######## block 1 ########
### src/rtl/vga_pkg.sv
// Shared definitions for the VGA sync generator / recoverer pair.
// Holds the recoverer state encoding and the tick-counter width helper
// so that both sides size their porch/sync counters identically.
package vga_pkg;

  // Recoverer states: searching for a sync edge, then tracking each region.
  typedef enum logic [2:0] {
    HUNT   = 3'd0,
    SYNC   = 3'd1,
    BACK   = 3'd2,
    ACTIVE = 3'd3,
    FRONT  = 3'd4
  } vga_state_t;

  // Width of a counter able to hold the longest of the four region lengths.
  function automatic int tick_width(input int fp, input int sl, input int bp, input int al);
    int m;
    m = fp;
    if (sl > m) m = sl;
    if (bp > m) m = bp;
    if (al > m) m = al;
    if (m < 1) return 1;
    else return $clog2(m + 1);
  endfunction

endpackage

### src/rtl/vga_sync_recover.sv
// vga_sync_recover: measures a single sync line against the programmed
// front porch / sync / back porch / active lengths, locks after a run of
// good periods and regenerates active, cycle and the active-position counter.
// Optional: define VGA_SYNC_RECOVER_ERRCNT_EN to add an 8-bit saturating
// err_count output (cleared only by rst_n).
module vga_sync_recover
  import vga_pkg::*;
#(
  parameter int frontporch_len = 3,
  parameter int sync_len       = 2,
  parameter int backporch_len  = 1,
  parameter int active_len     = 4,
  parameter int lock_periods   = 2,
  parameter bit sync_polarity  = 1'b1,
  localparam int cnt_w  = (active_len > 1) ? $clog2(active_len) : 1,
  localparam int tc_w   = tick_width(frontporch_len, sync_len, backporch_len, active_len),
  localparam int lock_w = (lock_periods > 0) ? $clog2(lock_periods + 1) : 1
)(
  input  logic             clk,
  input  logic             rst_n,
  input  logic             enable,
  input  logic             sync_in,
  output logic             active,
  output logic             cycle,
  output logic [cnt_w-1:0] counter,
  output logic             locked,
  output logic             err
`ifdef VGA_SYNC_RECOVER_ERRCNT_EN
  ,
  output logic [7:0]       err_count
`endif
);

  localparam logic [tc_w-1:0]   sync_tc  = tc_w'(sync_len);
  localparam logic [tc_w-1:0]   back_tc  = tc_w'(backporch_len);
  localparam logic [tc_w-1:0]   front_tc = tc_w'(frontporch_len);
  localparam logic [tc_w-1:0]   one_tc   = tc_w'(1);
  localparam logic [cnt_w-1:0]  last_cnt = cnt_w'(active_len - 1);
  localparam logic [lock_w-1:0] lock_max = lock_w'(lock_periods);

  vga_state_t        state_r, state_s;
  logic [tc_w-1:0]   tc_r, tc_s;
  logic [cnt_w-1:0]  cnt_r, cnt_s;
  logic [lock_w-1:0] good_r, good_s;
  logic              sync_s;
  logic              err_s;
  logic              good_period_s;
  logic              locked_s;
  logic              active_s;
  logic              cycle_s;

  // Next-state decode: one step of the timing FSM per enable tick.
  always_comb begin
    sync_s        = (sync_in == sync_polarity);
    state_s       = state_r;
    tc_s          = tc_r;
    cnt_s         = cnt_r;
    err_s         = 1'b0;
    good_period_s = 1'b0;
    case (state_r)
      HUNT: begin
        if (sync_s) begin
          state_s = SYNC;
          tc_s    = one_tc;
        end else begin
          state_s = HUNT;
        end
      end
      SYNC: begin
        if (sync_s) begin
          if (tc_r == sync_tc) begin
            err_s   = 1'b1;   // sync held too long
            state_s = HUNT;
          end else begin
            tc_s = tc_r + one_tc;
          end
        end else begin
          if (tc_r == sync_tc) begin
            state_s = BACK;
            tc_s    = one_tc;
          end else begin
            err_s   = 1'b1;   // sync too short
            state_s = HUNT;
          end
        end
      end
      BACK: begin
        if (sync_s) begin
          err_s   = 1'b1;     // treat as a fresh sync edge
          state_s = SYNC;
          tc_s    = one_tc;
        end else if (tc_r == back_tc) begin
          state_s = ACTIVE;
          cnt_s   = '0;
        end else begin
          tc_s = tc_r + one_tc;
        end
      end
      ACTIVE: begin
        if (sync_s) begin
          err_s   = 1'b1;
          state_s = SYNC;
          tc_s    = one_tc;
        end else if (cnt_r == last_cnt) begin
          state_s = FRONT;
          tc_s    = one_tc;
        end else begin
          cnt_s = cnt_r + cnt_w'(1);
        end
      end
      FRONT: begin
        // tc counts porch ticks already seen; the entry tick is porch tick 1,
        // so the expected sync lands on porch tick frontporch_len+1, i.e.
        // while tc == frontporch_len.
        if (sync_s) begin
          state_s = SYNC;
          tc_s    = one_tc;
          if (tc_r == front_tc) begin
            good_period_s = 1'b1;
          end else begin
            err_s = 1'b1;     // early sync
          end
        end else if (tc_r == front_tc) begin
          err_s   = 1'b1;     // late sync
          state_s = HUNT;
        end else begin
          tc_s = tc_r + one_tc;
        end
      end
      default: begin
        state_s = HUNT;
        tc_s    = '0;
        cnt_s   = '0;
      end
    endcase

    if (err_s) begin
      good_s = '0;
    end else if (good_period_s && (good_r != lock_max)) begin
      good_s = good_r + lock_w'(1);
    end else begin
      good_s = good_r;
    end

    locked_s = !err_s && (good_s == lock_max);
    active_s = locked_s && (state_s == ACTIVE);
    cycle_s  = active_s && (cnt_s == last_cnt);
  end

  // State and registered outputs, advancing only on enable ticks.
  always_ff @(posedge clk or negedge rst_n) begin
    if (!rst_n) begin
      state_r <= HUNT;
      tc_r    <= '0;
      cnt_r   <= '0;
      good_r  <= '0;
      active  <= 1'b0;
      cycle   <= 1'b0;
      locked  <= 1'b0;
      err     <= 1'b0;
    end else if (enable) begin
      state_r <= state_s;
      tc_r    <= tc_s;
      cnt_r   <= cnt_s;
      good_r  <= good_s;
      active  <= active_s;
      cycle   <= cycle_s;
      locked  <= locked_s;
      err     <= err_s;
    end
  end

  assign counter = cnt_r;

`ifdef VGA_SYNC_RECOVER_ERRCNT_EN
  // Saturating tally of error pulses, kept across soft errors.
  always_ff @(posedge clk or negedge rst_n) begin
    if (!rst_n) begin
      err_count <= 8'd0;
    end else if (enable && err_s && (err_count != 8'd255)) begin
      err_count <= err_count + 8'd1;
    end
  end
`endif

endmodule

### config.mk
export PLATFORM = sky130hd
export DESIGN_NAME = vga_sync_recover
export DESIGN_NICKNAME = d
export VERILOG_FILES = /design/src/rtl/vga_pkg.sv /design/src/rtl/vga_sync_recover.sv
export SDC_FILE = /design/constraint.sdc
export NUM_CORES = 1
export LEC_CHECK = 0
export ABC_AREA = 1
export ABC_CLOCK_PERIOD_IN_PS = 1800
export CAP_MARGIN = 25
export CORE_UTILIZATION = 45
export DETAILED_ROUTE_END_ITERATION = 12
export PLACE_DENSITY_LB_ADDON = 0.05
export REMOVE_ABC_BUFFERS = 1
export SLEW_MARGIN = 20
export SYNTH_ARGS = -nofsm -noshare
export SYNTH_HDL_FRONTEND = slang
export SYNTH_SLANG_ARGS = --single-unit
### constraint.sdc
create_clock -name clk -period 1.8 [get_ports clk]
set_clock_uncertainty 0.2 [all_clocks]
set_input_delay 0.54 -clock clk [delete_from_list [all_inputs] [get_ports clk]]
set_output_delay 0.54 -clock clk [all_outputs]
set_load 0.01 [all_outputs]
######## block 2 ########
### config.mk
export PLATFORM = sky130hd
export DESIGN_NAME = instr_sequencer
export DESIGN_NICKNAME = d
export VERILOG_FILES = /design/src/rtl/cu_pkg.sv /design/src/rtl/instr_sequencer_decode.sv /design/src/rtl/instr_sequencer.sv
export SDC_FILE = /design/constraint.sdc
export NUM_CORES = 1
export LEC_CHECK = 0
export CAP_MARGIN = 20
export CORE_MARGIN = 1.5
export CORE_UTILIZATION = 51
export DETAILED_ROUTE_END_ITERATION = 8
export PLACE_DENSITY = 0.85
export SYNTH_ARGS = -nofsm -noshare
export SYNTH_HDL_FRONTEND = slang
export SYNTH_SLANG_ARGS = --single-unit
### constraint.sdc
create_clock -name clk -period 3.5 [get_ports clk]
set_input_delay 0.7 -clock clk [delete_from_list [all_inputs] [get_ports clk]]
set_output_delay 0.7 -clock clk [all_outputs]
set_load 0.03 [all_outputs]
### src/rtl/cu_pkg.sv
// Shared definitions for the accumulator-core control unit: opcodes, FSM states,
// control-word bit positions and instruction classes.
package cu_pkg;

   localparam logic [5:0] OP_BRZ  = 6'h00;
   localparam logic [5:0] OP_BRN  = 6'h01;
   localparam logic [5:0] OP_BRC  = 6'h02;
   localparam logic [5:0] OP_BRO  = 6'h03;
   localparam logic [5:0] OP_LD   = 6'h04;
   localparam logic [5:0] OP_ST   = 6'h05;
   localparam logic [5:0] OP_JMP  = 6'h06;
   localparam logic [5:0] OP_CALL = 6'h07;
   localparam logic [5:0] OP_RET  = 6'h08;
   localparam logic [5:0] OP_ADD  = 6'h09;
   localparam logic [5:0] OP_SUB  = 6'h0A;
   localparam logic [5:0] OP_AND  = 6'h0B;
   localparam logic [5:0] OP_OR   = 6'h0C;
   localparam logic [5:0] OP_XOR  = 6'h0D;
   localparam logic [5:0] OP_NOT  = 6'h0E;
   localparam logic [5:0] OP_SHL  = 6'h0F;
   localparam logic [5:0] OP_MUL  = 6'h10;
   localparam logic [5:0] OP_DIV  = 6'h11;
   localparam logic [5:0] OP_MOD  = 6'h12;
   localparam logic [5:0] OP_SHR  = 6'h13;
   localparam logic [5:0] OP_ROL  = 6'h14;
   localparam logic [5:0] OP_ROR  = 6'h15;
   localparam logic [5:0] OP_NEG  = 6'h16;
   localparam logic [5:0] OP_CLR  = 6'h17;
   localparam logic [5:0] OP_CMP  = 6'h18;
   localparam logic [5:0] OP_INC  = 6'h19;
   localparam logic [5:0] OP_DEC  = 6'h1A;

   typedef enum logic [2:0] {
      ST_IDLE, ST_FETCH, ST_DECODE, ST_MEM, ST_MULTI, ST_WB, ST_TRAP
   } state_t;

   // ctrl = {next, br/oth, aluOp, lse, ldm, lacc, abs, spo}
   localparam int CB_SPO   = 0;
   localparam int CB_ABS   = 1;
   localparam int CB_LACC  = 2;
   localparam int CB_LDM   = 3;
   localparam int CB_LSE   = 4;
   localparam int CB_ALUOP = 5;
   localparam int CB_BR    = 6;
   localparam int CB_NEXT  = 7;

   typedef enum logic [2:0] {
      IC_BRANCH, IC_JUMP, IC_MEM, IC_ALU, IC_MULTI, IC_ILLEGAL
   } iclass_t;

   function automatic logic [7:0] cw(input logic nxt, input logic br, input logic aluop,
                                     input logic lse, input logic ldm, input logic lacc,
                                     input logic absb, input logic spo);
      logic [7:0] w;
      w           = 8'h00;
      w[CB_NEXT]  = nxt;
      w[CB_BR]    = br;
      w[CB_ALUOP] = aluop;
      w[CB_LSE]   = lse;
      w[CB_LDM]   = ldm;
      w[CB_LACC]  = lacc;
      w[CB_ABS]   = absb;
      w[CB_SPO]   = spo;
      return w;
   endfunction

endpackage

### src/rtl/instr_sequencer_decode.sv
// Combinational instruction classifier and control-word table: IR -> {class, ctrl}.
// No state; the all-ones word is never produced for any opcode.
module ctrl_decode
   import cu_pkg::*;
#(
   parameter int OPW = 6
) (
   input  logic [OPW-1:0] ir,
   output iclass_t        icls,
   output logic [7:0]     ctrl
);

   always_comb begin
      icls = IC_ILLEGAL;
      ctrl = 8'h00;
      case (ir)
         OPW'(OP_BRZ), OPW'(OP_BRN),
         OPW'(OP_BRC), OPW'(OP_BRO): begin icls = IC_BRANCH; ctrl = cw(0,1,0,0,0,0,0,0); end
         OPW'(OP_LD):   begin icls = IC_MEM;   ctrl = cw(1,1,0,1,1,0,0,0); end
         OPW'(OP_ST):   begin icls = IC_MEM;   ctrl = cw(1,1,0,1,0,0,0,1); end
         OPW'(OP_JMP):  begin icls = IC_JUMP;  ctrl = cw(0,1,0,0,0,0,1,0); end
         OPW'(OP_CALL): begin icls = IC_JUMP;  ctrl = cw(0,1,0,0,0,0,1,1); end
         OPW'(OP_RET):  begin icls = IC_JUMP;  ctrl = cw(0,1,0,0,0,0,0,1); end
         OPW'(OP_ADD):  begin icls = IC_ALU;   ctrl = cw(1,0,1,0,0,1,0,0); end
         OPW'(OP_SUB):  begin icls = IC_ALU;   ctrl = cw(1,0,1,0,0,1,0,1); end
         OPW'(OP_AND):  begin icls = IC_ALU;   ctrl = cw(1,0,1,0,0,1,1,0); end
         OPW'(OP_OR):   begin icls = IC_ALU;   ctrl = cw(1,0,1,0,0,1,1,1); end
         OPW'(OP_XOR):  begin icls = IC_ALU;   ctrl = cw(1,0,1,1,0,1,0,0); end
         OPW'(OP_NOT):  begin icls = IC_ALU;   ctrl = cw(1,0,1,1,0,1,0,1); end
         OPW'(OP_SHL):  begin icls = IC_ALU;   ctrl = cw(1,0,1,1,0,1,1,0); end
         OPW'(OP_MUL):  begin icls = IC_MULTI; ctrl = cw(1,0,1,0,1,1,0,0); end
         OPW'(OP_DIV):  begin icls = IC_MULTI; ctrl = cw(1,0,1,0,1,1,0,1); end
         OPW'(OP_MOD):  begin icls = IC_MULTI; ctrl = cw(1,0,1,0,1,1,1,0); end
         OPW'(OP_SHR):  begin icls = IC_ALU;   ctrl = cw(1,0,1,1,0,1,1,1); end
         OPW'(OP_ROL):  begin icls = IC_ALU;   ctrl = cw(1,1,1,0,0,1,0,0); end
         OPW'(OP_ROR):  begin icls = IC_ALU;   ctrl = cw(1,1,1,0,0,1,0,1); end
         OPW'(OP_NEG):  begin icls = IC_ALU;   ctrl = cw(1,1,1,0,0,1,1,0); end
         OPW'(OP_CLR):  begin icls = IC_ALU;   ctrl = cw(1,0,0,0,0,1,0,0); end
         OPW'(OP_CMP):  begin icls = IC_ALU;   ctrl = cw(1,0,1,0,0,0,0,0); end
         OPW'(OP_INC):  begin icls = IC_ALU;   ctrl = cw(1,1,1,0,0,1,1,1); end
         OPW'(OP_DEC):  begin icls = IC_ALU;   ctrl = cw(1,1,1,1,0,1,0,0); end
         default:       begin icls = IC_ILLEGAL; ctrl = 8'h00; end
      endcase
   end

endmodule

### src/rtl/instr_sequencer.sv
// Multi-cycle fetch/decode/(mem|alu wait)/writeback sequencer; min 3 cycles per instruction,
// stalls on imem/dmem/alu acks. Define SEQ_MULTICYCLE_EN to route mul/div/mod through MULTI.
module instr_sequencer
   import cu_pkg::*;
#(
   parameter int OPW = 6,
   parameter int RCW = 16
) (
   input  logic           clk,
   input  logic           rst,
   input  logic           start,
   input  logic           halt,
   output logic           imem_req,
   input  logic           imem_ack,
   input  logic [OPW-1:0] opcode,
   output logic           dmem_req,
   output logic           dmem_we,
   input  logic           dmem_ack,
   output logic           alu_start,
   input  logic           alu_done,
   input  logic [3:0]     flags,
   output logic           ir_load,
   output logic           ctrl_valid,
   output logic [7:0]     ctrl,
   output logic           pc_inc,
   output logic           pc_load,
   output logic           illegal,
   output logic           busy,
   output logic [RCW-1:0] retired
);

   state_t         state, state_nxt;
   logic [OPW-1:0] ir;
   iclass_t        icls;
   logic [7:0]     dec_ctrl;
   logic           taken;

   ctrl_decode #(.OPW(OPW)) u_decode (
      .ir   (ir),
      .icls (icls),
      .ctrl (dec_ctrl)
   );

   always_ff @(posedge clk or negedge rst) begin
      if (!rst) begin
         state   <= ST_IDLE;
         ir      <= '0;
         retired <= '0;
         illegal <= 1'b0;
      end else begin
         state <= state_nxt;
         if (state == ST_FETCH && imem_ack)
            ir <= opcode;
         if (state == ST_WB)
            retired <= retired + RCW'(1);
         if (state == ST_DECODE && icls == IC_ILLEGAL)
            illegal <= 1'b1;
      end
   end

   // Conditional branches 0..3 test z,n,c,o, which sit at flags[0..3] in the same order.
   assign taken = (icls == IC_JUMP) || (icls == IC_BRANCH && flags[ir[1:0]]);
   assign busy  = (state != ST_IDLE) && (state != ST_TRAP);

   always_comb begin
      state_nxt  = state;
      imem_req   = 1'b0;
      dmem_req   = 1'b0;
      dmem_we    = 1'b0;
      alu_start  = 1'b0;
      ir_load    = 1'b0;
      ctrl_valid = 1'b0;
      ctrl       = 8'h00;
      pc_inc     = 1'b0;
      pc_load    = 1'b0;
      case (state)
         ST_IDLE: begin
            if (start && !halt)
               state_nxt = ST_FETCH;
         end
         ST_FETCH: begin
            imem_req = 1'b1;
            if (imem_ack) begin
               ir_load   = 1'b1;
               state_nxt = ST_DECODE;
            end
         end
         ST_DECODE: begin
            case (icls)
               IC_MEM:     state_nxt = ST_MEM;
               IC_ILLEGAL: state_nxt = ST_TRAP;
`ifdef SEQ_MULTICYCLE_EN
               IC_MULTI: begin
                  alu_start = 1'b1;
                  state_nxt = ST_MULTI;
               end
`endif
               default:    state_nxt = ST_WB;
            endcase
         end
         ST_MEM: begin
            dmem_req = 1'b1;
            dmem_we  = (ir == OPW'(OP_ST));
            if (dmem_ack)
               state_nxt = ST_WB;
         end
         // Only reachable when the multi-cycle ALU is enabled.
         ST_MULTI: begin
            if (alu_done)
               state_nxt = ST_WB;
         end
         ST_WB: begin
            ctrl_valid = 1'b1;
            ctrl       = dec_ctrl;
            pc_load    = taken;
            pc_inc     = !taken;
            state_nxt  = halt ? ST_IDLE : ST_FETCH;
         end
         ST_TRAP: state_nxt = ST_TRAP;
         default: state_nxt = ST_IDLE;
      endcase
   end

endmodule
######## block 3 ########
<file path="config.mk">
export PLATFORM = sky130hd
export DESIGN_NAME = lvds_flit_link_endpoint_flat
export DESIGN_NICKNAME = d
export VERILOG_FILES = /design/src/rtl/lvds_flit_link_endpoint_if.sv /design/src/rtl/lvds_flit_link_endpoint.sv /design/src/flat_wrapper.sv
export SDC_FILE = /design/constraint.sdc
export NUM_CORES = 1
export LEC_CHECK = 0
export CORE_ASPECT_RATIO = 1.1
export CORE_UTILIZATION = 25
export CTS_BUF_LIST = sky130_fd_sc_hd__clkbuf_4 sky130_fd_sc_hd__clkbuf_8 sky130_fd_sc_hd__clkbuf_16
export DETAILED_ROUTE_END_ITERATION = 10
export PLACE_DENSITY_LB_ADDON = 0.12
export SLEW_MARGIN = 40
export SYNTH_ARGS = -nofsm -noshare
export SYNTH_HDL_FRONTEND = slang
export SYNTH_SLANG_ARGS = --single-unit
</file>
<file path="constraint.sdc">
create_clock -name CLK -period 3 [get_ports CLK]
set_clock_uncertainty 0.05 [all_clocks]
set_input_delay 0.6 -clock CLK [delete_from_list [all_inputs] [get_ports CLK]]
set_output_delay 0.6 -clock CLK [all_outputs]
set_load 0.01 [all_outputs]
</file>
<file path="src/rtl/lvds_flit_link_endpoint_if.sv">
// rtl/lvds_flit_link_endpoint_if.sv - flit put/get and LVDS lane bundle for the link endpoint
//
// Purpose: groups every non-clock signal of lvds_flit_link_endpoint.
// Ports (signals):
//   loopback                        mode select, 1 = ser_* looped into des_* internally
//   tx_flit/tx_flit_en/tx_flit_rdy  local put port (FLIT_W)
//   ser_data/ser_sof/ser_valid      outgoing lane beat, ser_peer_rdy is the peer's ready
//   des_data/des_sof/des_valid      incoming lane beat, des_rdy is our ready
//   rx_flit/rx_flit_rdy/rx_flit_en  local get port, show-ahead head of the RX FIFO
//   rx_count, frame_err_cnt         RX FIFO occupancy and saturating framing-error count
// Modports: slave = the endpoint, master = the board logic / peer around it.
interface lvds_flit_link_endpoint_if #(
  parameter int FLIT_W = 32,
  parameter int LANE_W = 4,
  parameter int DEPTH  = 4
);
  localparam int CW = $clog2(DEPTH + 1);

  logic              loopback;
  logic [FLIT_W-1:0] tx_flit;
  logic              tx_flit_en;
  logic              tx_flit_rdy;
  logic [LANE_W-1:0] ser_data;
  logic              ser_sof;
  logic              ser_valid;
  logic              ser_peer_rdy;
  logic [LANE_W-1:0] des_data;
  logic              des_sof;
  logic              des_valid;
  logic              des_rdy;
  logic [FLIT_W-1:0] rx_flit;
  logic              rx_flit_rdy;
  logic              rx_flit_en;
  logic [CW-1:0]     rx_count;
  logic [7:0]        frame_err_cnt;

  modport slave (
    input  loopback, tx_flit, tx_flit_en, ser_peer_rdy, des_data, des_sof, des_valid, rx_flit_en,
    output tx_flit_rdy, ser_data, ser_sof, ser_valid, des_rdy, rx_flit, rx_flit_rdy, rx_count,
           frame_err_cnt
  );

  modport master (
    output loopback, tx_flit, tx_flit_en, ser_peer_rdy, des_data, des_sof, des_valid, rx_flit_en,
    input  tx_flit_rdy, ser_data, ser_sof, ser_valid, des_rdy, rx_flit, rx_flit_rdy, rx_count,
           frame_err_cnt
  );
endinterface

</file>
<file path="src/rtl/lvds_flit_link_endpoint.sv">
// rtl/lvds_flit_link_endpoint.sv - inter-FPGA flit serialiser/deserialiser with RX FIFO and loopback
//
// Purpose: splits FLIT_W-bit flits into LANE_W-bit beats (LSB beat first, sof on beat 0), reassembles
//   incoming beats into flits, and buffers them in a DEPTH-deep show-ahead FIFO.
// Ports:
//   CLK  single clock
//   RST  synchronous active-high reset; drops partial TX/RX flits and all FIFO contents
//   bus  lvds_flit_link_endpoint_if.slave (put port, ser lane, des lane, get port, status)
module lvds_flit_link_endpoint #(
  parameter int FLIT_W = 32,
  parameter int LANE_W = 4,
  parameter int DEPTH  = 4
) (
  input  logic                     CLK,
  input  logic                     RST,
  lvds_flit_link_endpoint_if.slave bus
);
  localparam int BEATS = FLIT_W / LANE_W;
  localparam int BW    = $clog2(BEATS);
  localparam int CW    = $clog2(DEPTH + 1);
  localparam int PW    = $clog2(DEPTH);

  typedef enum logic {TX_IDLE, TX_SEND} tx_state_t;

  // ---------------- TX serialiser ----------------
  tx_state_t         tx_state, tx_state_nx;
  logic [FLIT_W-1:0] shreg, shreg_nx;
  logic [BW-1:0]     beat, beat_nx;
  logic              tx_rdy_int;
  logic              ser_valid_int;
  logic              ser_sof_int;
  logic [LANE_W-1:0] ser_data_int;
  logic              peer_rdy_eff;

  // ---------------- RX assembler / FIFO ----------------
  logic              des_valid_eff;
  logic              des_sof_eff;
  logic [LANE_W-1:0] des_data_eff;
  logic              des_rdy_int;
  logic              beat_acc;
  logic [FLIT_W-1:0] asm_q, asm_nx;
  logic [BW-1:0]     rbeat, rbeat_nx;
  logic              frame_err;
  logic              push;
  logic              pop;
  logic [FLIT_W-1:0] mem [DEPTH];
  logic [PW-1:0]     wr_ptr, rd_ptr;
  logic [CW-1:0]     count;
  logic [7:0]        err_cnt;

  // In loopback the local TX lane is the only beat source and our own RX readiness throttles it.
  assign peer_rdy_eff  = bus.loopback ? des_rdy_int   : bus.ser_peer_rdy;
  assign des_valid_eff = bus.loopback ? ser_valid_int : bus.des_valid;
  assign des_sof_eff   = bus.loopback ? ser_sof_int   : bus.des_sof;
  assign des_data_eff  = bus.loopback ? ser_data_int  : bus.des_data;

  always_ff @(posedge CLK) begin
    if (RST) begin
      tx_state <= TX_IDLE;
      shreg    <= '0;
      beat     <= '0;
    end else begin
      tx_state <= tx_state_nx;
      shreg    <= shreg_nx;
      beat     <= beat_nx;
    end
  end

  always_comb begin
    tx_state_nx   = tx_state;
    shreg_nx      = shreg;
    beat_nx       = beat;
    tx_rdy_int    = 1'b0;
    ser_valid_int = 1'b0;
    case (tx_state)
      TX_IDLE: begin
        tx_rdy_int = 1'b1;
        if (bus.tx_flit_en) begin
          shreg_nx    = bus.tx_flit;
          beat_nx     = '0;
          tx_state_nx = TX_SEND;
        end
      end
      TX_SEND: begin
        ser_valid_int = 1'b1;
        if (peer_rdy_eff) begin
          shreg_nx = shreg >> LANE_W;
          if (beat == BW'(BEATS - 1)) begin
            // Returning to IDLE leaves one bubble cycle before the next flit can start.
            beat_nx     = '0;
            tx_state_nx = TX_IDLE;
          end else begin
            beat_nx = beat + 1'b1;
          end
        end
      end
      default: tx_state_nx = TX_IDLE;
    endcase
  end

  assign ser_data_int = (tx_state == TX_SEND) ? shreg[LANE_W-1:0] : '0;
  assign ser_sof_int  = (tx_state == TX_SEND) && (beat == '0);

  // ---------------- RX assembly ----------------
  assign des_rdy_int = (count < CW'(DEPTH));
  assign beat_acc    = des_valid_eff && des_rdy_int;

  always_comb begin
    asm_nx    = asm_q;
    rbeat_nx  = rbeat;
    frame_err = 1'b0;
    push      = 1'b0;
    if (beat_acc) begin
      if (des_sof_eff) begin
        // A new sof always wins; an unfinished flit in progress is abandoned and counted.
        frame_err            = (rbeat != '0);
        asm_nx[LANE_W-1:0]   = des_data_eff;
        rbeat_nx             = BW'(1);
      end else if (rbeat == '0) begin
        frame_err = 1'b1;
      end else begin
        for (int b = 1; b < BEATS; b++) begin
          if (rbeat == BW'(b)) asm_nx[b*LANE_W +: LANE_W] = des_data_eff;
        end
        if (rbeat == BW'(BEATS - 1)) begin
          push     = 1'b1;
          rbeat_nx = '0;
        end else begin
          rbeat_nx = rbeat + 1'b1;
        end
      end
    end
  end

  always_ff @(posedge CLK) begin
    if (RST) begin
      asm_q   <= '0;
      rbeat   <= '0;
      err_cnt <= '0;
    end else begin
      asm_q <= asm_nx;
      rbeat <= rbeat_nx;
      if (frame_err && (err_cnt != 8'hFF)) err_cnt <= err_cnt + 8'd1;
    end
  end

  // ---------------- RX FIFO ----------------
  // push can only happen while des_rdy_int=1, so the FIFO never overflows.
  assign pop = bus.rx_flit_en && (count != '0);

  always_ff @(posedge CLK) begin
    if (push) mem[wr_ptr] <= asm_nx;
  end

  always_ff @(posedge CLK) begin
    if (RST) begin
      wr_ptr <= '0;
      rd_ptr <= '0;
      count  <= '0;
    end else begin
      if (push) wr_ptr <= wr_ptr + 1'b1;
      if (pop)  rd_ptr <= rd_ptr + 1'b1;
      case ({push, pop})
        2'b10:   count <= count + 1'b1;
        2'b01:   count <= count - 1'b1;
        default: count <= count;
      endcase
    end
  end

  // ---------------- outputs ----------------
  assign bus.tx_flit_rdy   = tx_rdy_int;
  assign bus.ser_data      = ser_data_int;
  assign bus.ser_sof       = ser_sof_int;
  assign bus.ser_valid     = ser_valid_int && !bus.loopback;
  assign bus.des_rdy       = des_rdy_int && !bus.loopback;
  assign bus.rx_flit       = mem[rd_ptr];
  assign bus.rx_flit_rdy   = (count != '0);
  assign bus.rx_count      = count;
  assign bus.frame_err_cnt = err_cnt;
endmodule

</file>
<file path="src/flat_wrapper.sv">
// flat-port wrapper written by rule: the top's interface ports become plain ports
module lvds_flit_link_endpoint_flat 
#(
  parameter int FLIT_W = 32,
  parameter int LANE_W = 4,
  parameter int DEPTH  = 4
)
  (CLK, RST, bus_loopback, bus_tx_flit, bus_tx_flit_en, bus_ser_peer_rdy, bus_des_data, bus_des_sof, bus_des_valid, bus_rx_flit_en, bus_tx_flit_rdy, bus_ser_data, bus_ser_sof, bus_ser_valid, bus_des_rdy, bus_rx_flit, bus_rx_flit_rdy, bus_rx_count, bus_frame_err_cnt);
  lvds_flit_link_endpoint_if #(.FLIT_W(FLIT_W), .LANE_W(LANE_W), .DEPTH(DEPTH)) bus_i ();
  input  logic CLK;
  input  logic RST;
  input wire logic [$bits(bus_i.loopback)-1:0] bus_loopback;
  input wire logic [$bits(bus_i.tx_flit)-1:0] bus_tx_flit;
  input wire logic [$bits(bus_i.tx_flit_en)-1:0] bus_tx_flit_en;
  input wire logic [$bits(bus_i.ser_peer_rdy)-1:0] bus_ser_peer_rdy;
  input wire logic [$bits(bus_i.des_data)-1:0] bus_des_data;
  input wire logic [$bits(bus_i.des_sof)-1:0] bus_des_sof;
  input wire logic [$bits(bus_i.des_valid)-1:0] bus_des_valid;
  input wire logic [$bits(bus_i.rx_flit_en)-1:0] bus_rx_flit_en;
  output wire logic [$bits(bus_i.tx_flit_rdy)-1:0] bus_tx_flit_rdy;
  output wire logic [$bits(bus_i.ser_data)-1:0] bus_ser_data;
  output wire logic [$bits(bus_i.ser_sof)-1:0] bus_ser_sof;
  output wire logic [$bits(bus_i.ser_valid)-1:0] bus_ser_valid;
  output wire logic [$bits(bus_i.des_rdy)-1:0] bus_des_rdy;
  output wire logic [$bits(bus_i.rx_flit)-1:0] bus_rx_flit;
  output wire logic [$bits(bus_i.rx_flit_rdy)-1:0] bus_rx_flit_rdy;
  output wire logic [$bits(bus_i.rx_count)-1:0] bus_rx_count;
  output wire logic [$bits(bus_i.frame_err_cnt)-1:0] bus_frame_err_cnt;
  assign bus_i.loopback = bus_loopback;
  assign bus_i.tx_flit = bus_tx_flit;
  assign bus_i.tx_flit_en = bus_tx_flit_en;
  assign bus_i.ser_peer_rdy = bus_ser_peer_rdy;
  assign bus_i.des_data = bus_des_data;
  assign bus_i.des_sof = bus_des_sof;
  assign bus_i.des_valid = bus_des_valid;
  assign bus_i.rx_flit_en = bus_rx_flit_en;
  assign bus_tx_flit_rdy = bus_i.tx_flit_rdy;
  assign bus_ser_data = bus_i.ser_data;
  assign bus_ser_sof = bus_i.ser_sof;
  assign bus_ser_valid = bus_i.ser_valid;
  assign bus_des_rdy = bus_i.des_rdy;
  assign bus_rx_flit = bus_i.rx_flit;
  assign bus_rx_flit_rdy = bus_i.rx_flit_rdy;
  assign bus_rx_count = bus_i.rx_count;
  assign bus_frame_err_cnt = bus_i.frame_err_cnt;
  lvds_flit_link_endpoint #(.FLIT_W(FLIT_W), .LANE_W(LANE_W), .DEPTH(DEPTH)) u_core (.CLK(CLK), .RST(RST), .bus(bus_i));
endmodule
</file>

==> gallery <==
Wiring heat map.
(a)
10 x 10 tiles, from dark blue (low) to red (high), scaled to the fullest tile. Values are wire area over tile area, all layers added.
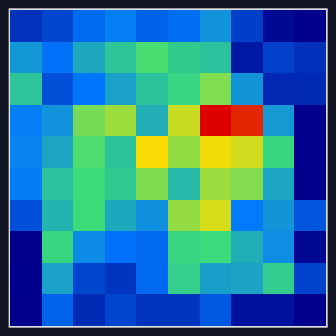
(b)
18 x 20 tiles, from dark blue (low) to red (high), scaled to the fullest tile. Values are wire area over tile area, all layers added.
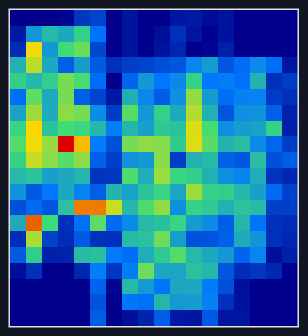
(c)
12 x 12 tiles, from dark blue (low) to red (high), scaled to the fullest tile. Values are wire area over tile area, all layers added.
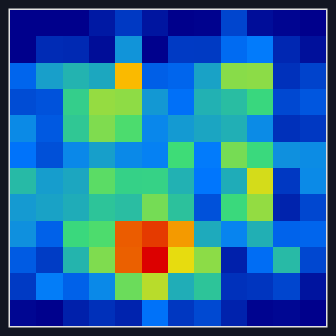
block 1 -> (a)
block 2 -> (c)
block 3 -> (b)

Key to (c):
- tiles over half the peak: 17%
- nearly empty tiles: 9.7%
- mean over tiles: 0.16
- densest ninth of the die: bottom middle
- emptiest ninth of the die: bottom right
- fullest tile: 0.56

==> block_1/clocks.png <==
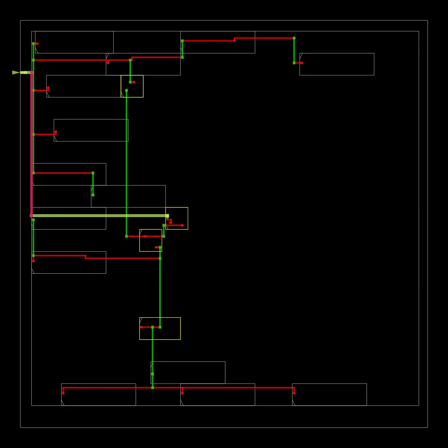
Insertion Delay late pin: 0.28 ns
Inserted Clock Buffers: 3

==> changes_impl.md, block 1 <==
### Physical design

- Outcome: complete, but fails checks
- Failing checks: setup timing
- R2R Setup Slk: -0.12 ns
- CP Capture Point: active
- Final setup vio count: 5
- GRT met2 Usage: 0.393
- Max-slew violation count: 0
- Worst setup margin: -0.120 ns
- Largest net degree at the start of global routing: 15
- Met3 WL post-DR: 104 um
- Most frequent cells in the layout: 49 x nand2_1, 15 x buf_4, 13 x dfrtp_1
- Min-Delay Path Class: reg -> reg
- RSZ-0062 raised after global routing: yes
- IO Pins: 10
- Clock network area share: 0.0258
- Setup CP Type: reg -> reg
- WHS Endpoint: cycle
- Worst setup SP type: flop
- Max-area cell share: 0.334
- Sequential Area: 352 um^2
- Number of enable flip-flop cells: 0
==> block_2/flops_by_reg.png <==
Other sequential cells in the stronger gray, the rest of the logic in the fainter gray.
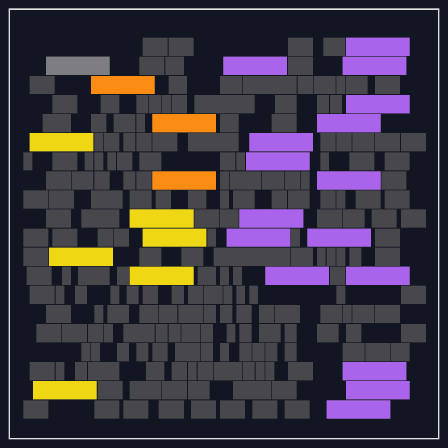
- retired: purple (sequential cells 16)
- ir: yellow (sequential cells 6; where left middle)
- state: orange (sequential cells 3)
- not colored: 1
register fraction of the total cell area: 0.290
Seq power: 300 uW

==> block_2/placement_by_type.png <==
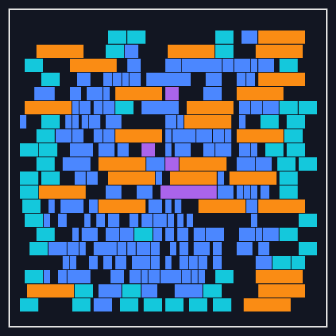
- clock drivers and dummy loads: purple (cells 4; share of their area 2.4%)
- flops: orange (cells 26; share of their area 30%)
- other buffers and delay cells: cyan (cells 50; share of their area 23%)
- combinational and other logic: blue (cells 146; share of their area 45%)
Cell Rows: 20
Design Area, Final: 2250 um^2
core area: 3130 um^2

==> changes_impl.md, block 2 <==
### Physical design

- Outcome: finished clean
- Signal buffers: 50
- Register bank with the most flops: retired
- Clock-net power: 210 uW
- Yosys Warn Count: 0
- Setup CP Type: reg -> out
- Number of enable flip-flop cells: 0
- Synth Area in Simple Gates: 0.251
- Ys cells: 183
- Synth Area in Compound Gates: 0.147
- First-pass iteration count of the detailed router: 4
- P per Cell Area: 239 nW/um^2
- Logic share of the area: 0.431
- Vias/cell: 5.48
- Synth async-reset ratio: 1.00
- Fin. Hold Viols: 0
- Post-CTS Setup Bufs: 0
==> block_3/clocks.png <==
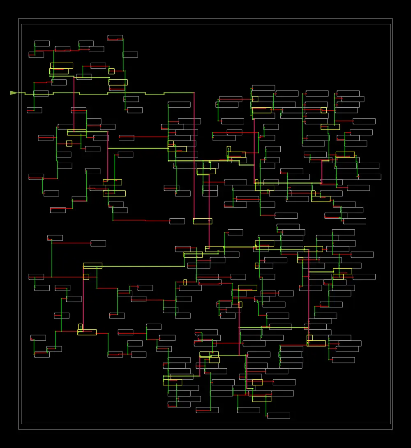
Inserted Clock Buffers: 25
CLK BUF: 34
Seq cells: 216
CTS sink cnt: 216
Insertion Delay late pin: 0.51 ns

==> changes_impl.md, block 3 <==
### Physical design

- Outcome: finished clean
- Minimum clock period: 2.87 ns
- Leak pwr: 0.00390 uW
- Total GRT Usage: 0.120
- Initial DRC count: 256
- Critical Path AT: 2.22 ns
- Final nets: 836
- Max-area cell class: sequential cells
- Yosys Warn Count: 0
- Register fraction of the total cell area: 0.484
- FILL cells: 3,511
- Routed len/inst: 17.1 um
- Synth async-reset ratio: 0
- Hold path start: u_core.asm_q[7]
- # Max-Cap Violations: 0
- Clock network area share: 0.0707
- Reg2reg start: u_core.beat[0]
- Synth Area in Simple Gates: 0.105
- Yosys top cell by area: edfxtp_1
- Die H: 201 um
- Critical Path Sink Type: primary output
- Register share after synthesis: 0.621
- Worst-path cell chain: buf_12 > mux4_2 > clkdlybuf4s50_1
- Adder Share, Synth: 0.0244
- Port buffer count: 95
- Most frequent logic cell in the layout: edfxtp_1
- Hold-fix buffers, CTS: 0


==> gallery <==
Clock wires, drivers and flops.
shot_01.png
Bar = 50 um.
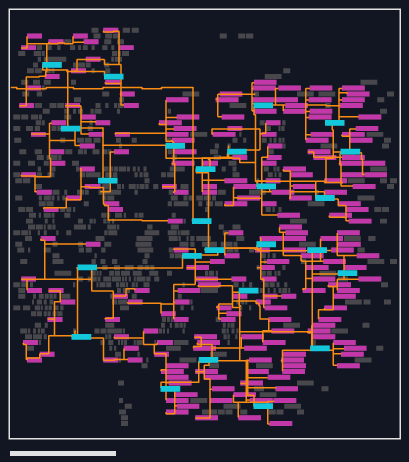
shot_02.png
Bar = 20 um.
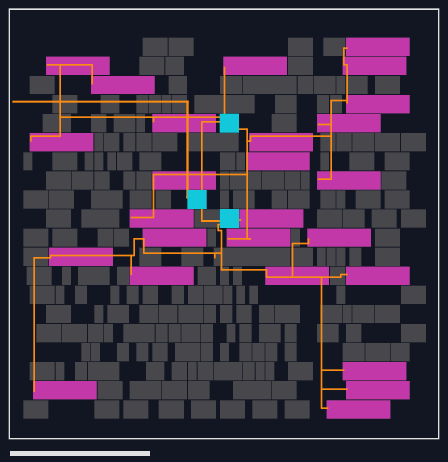
shot_03.png
Bar = 20 um.
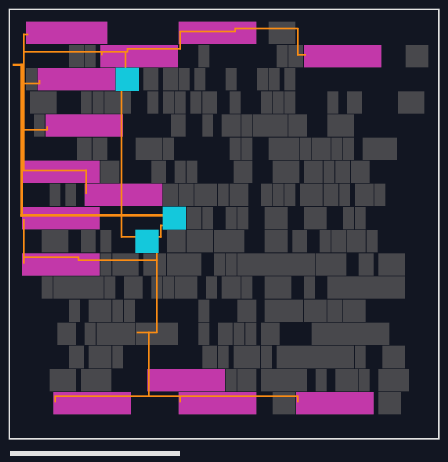
- most sequential cells: shot_01.png
- smallest die: shot_03.png
shot_01.png comes from block 3.
shot_02.png comes from block 2.
shot_03.png comes from block 1.

No activity file was given, so power comes from the tool's default toggle rates.
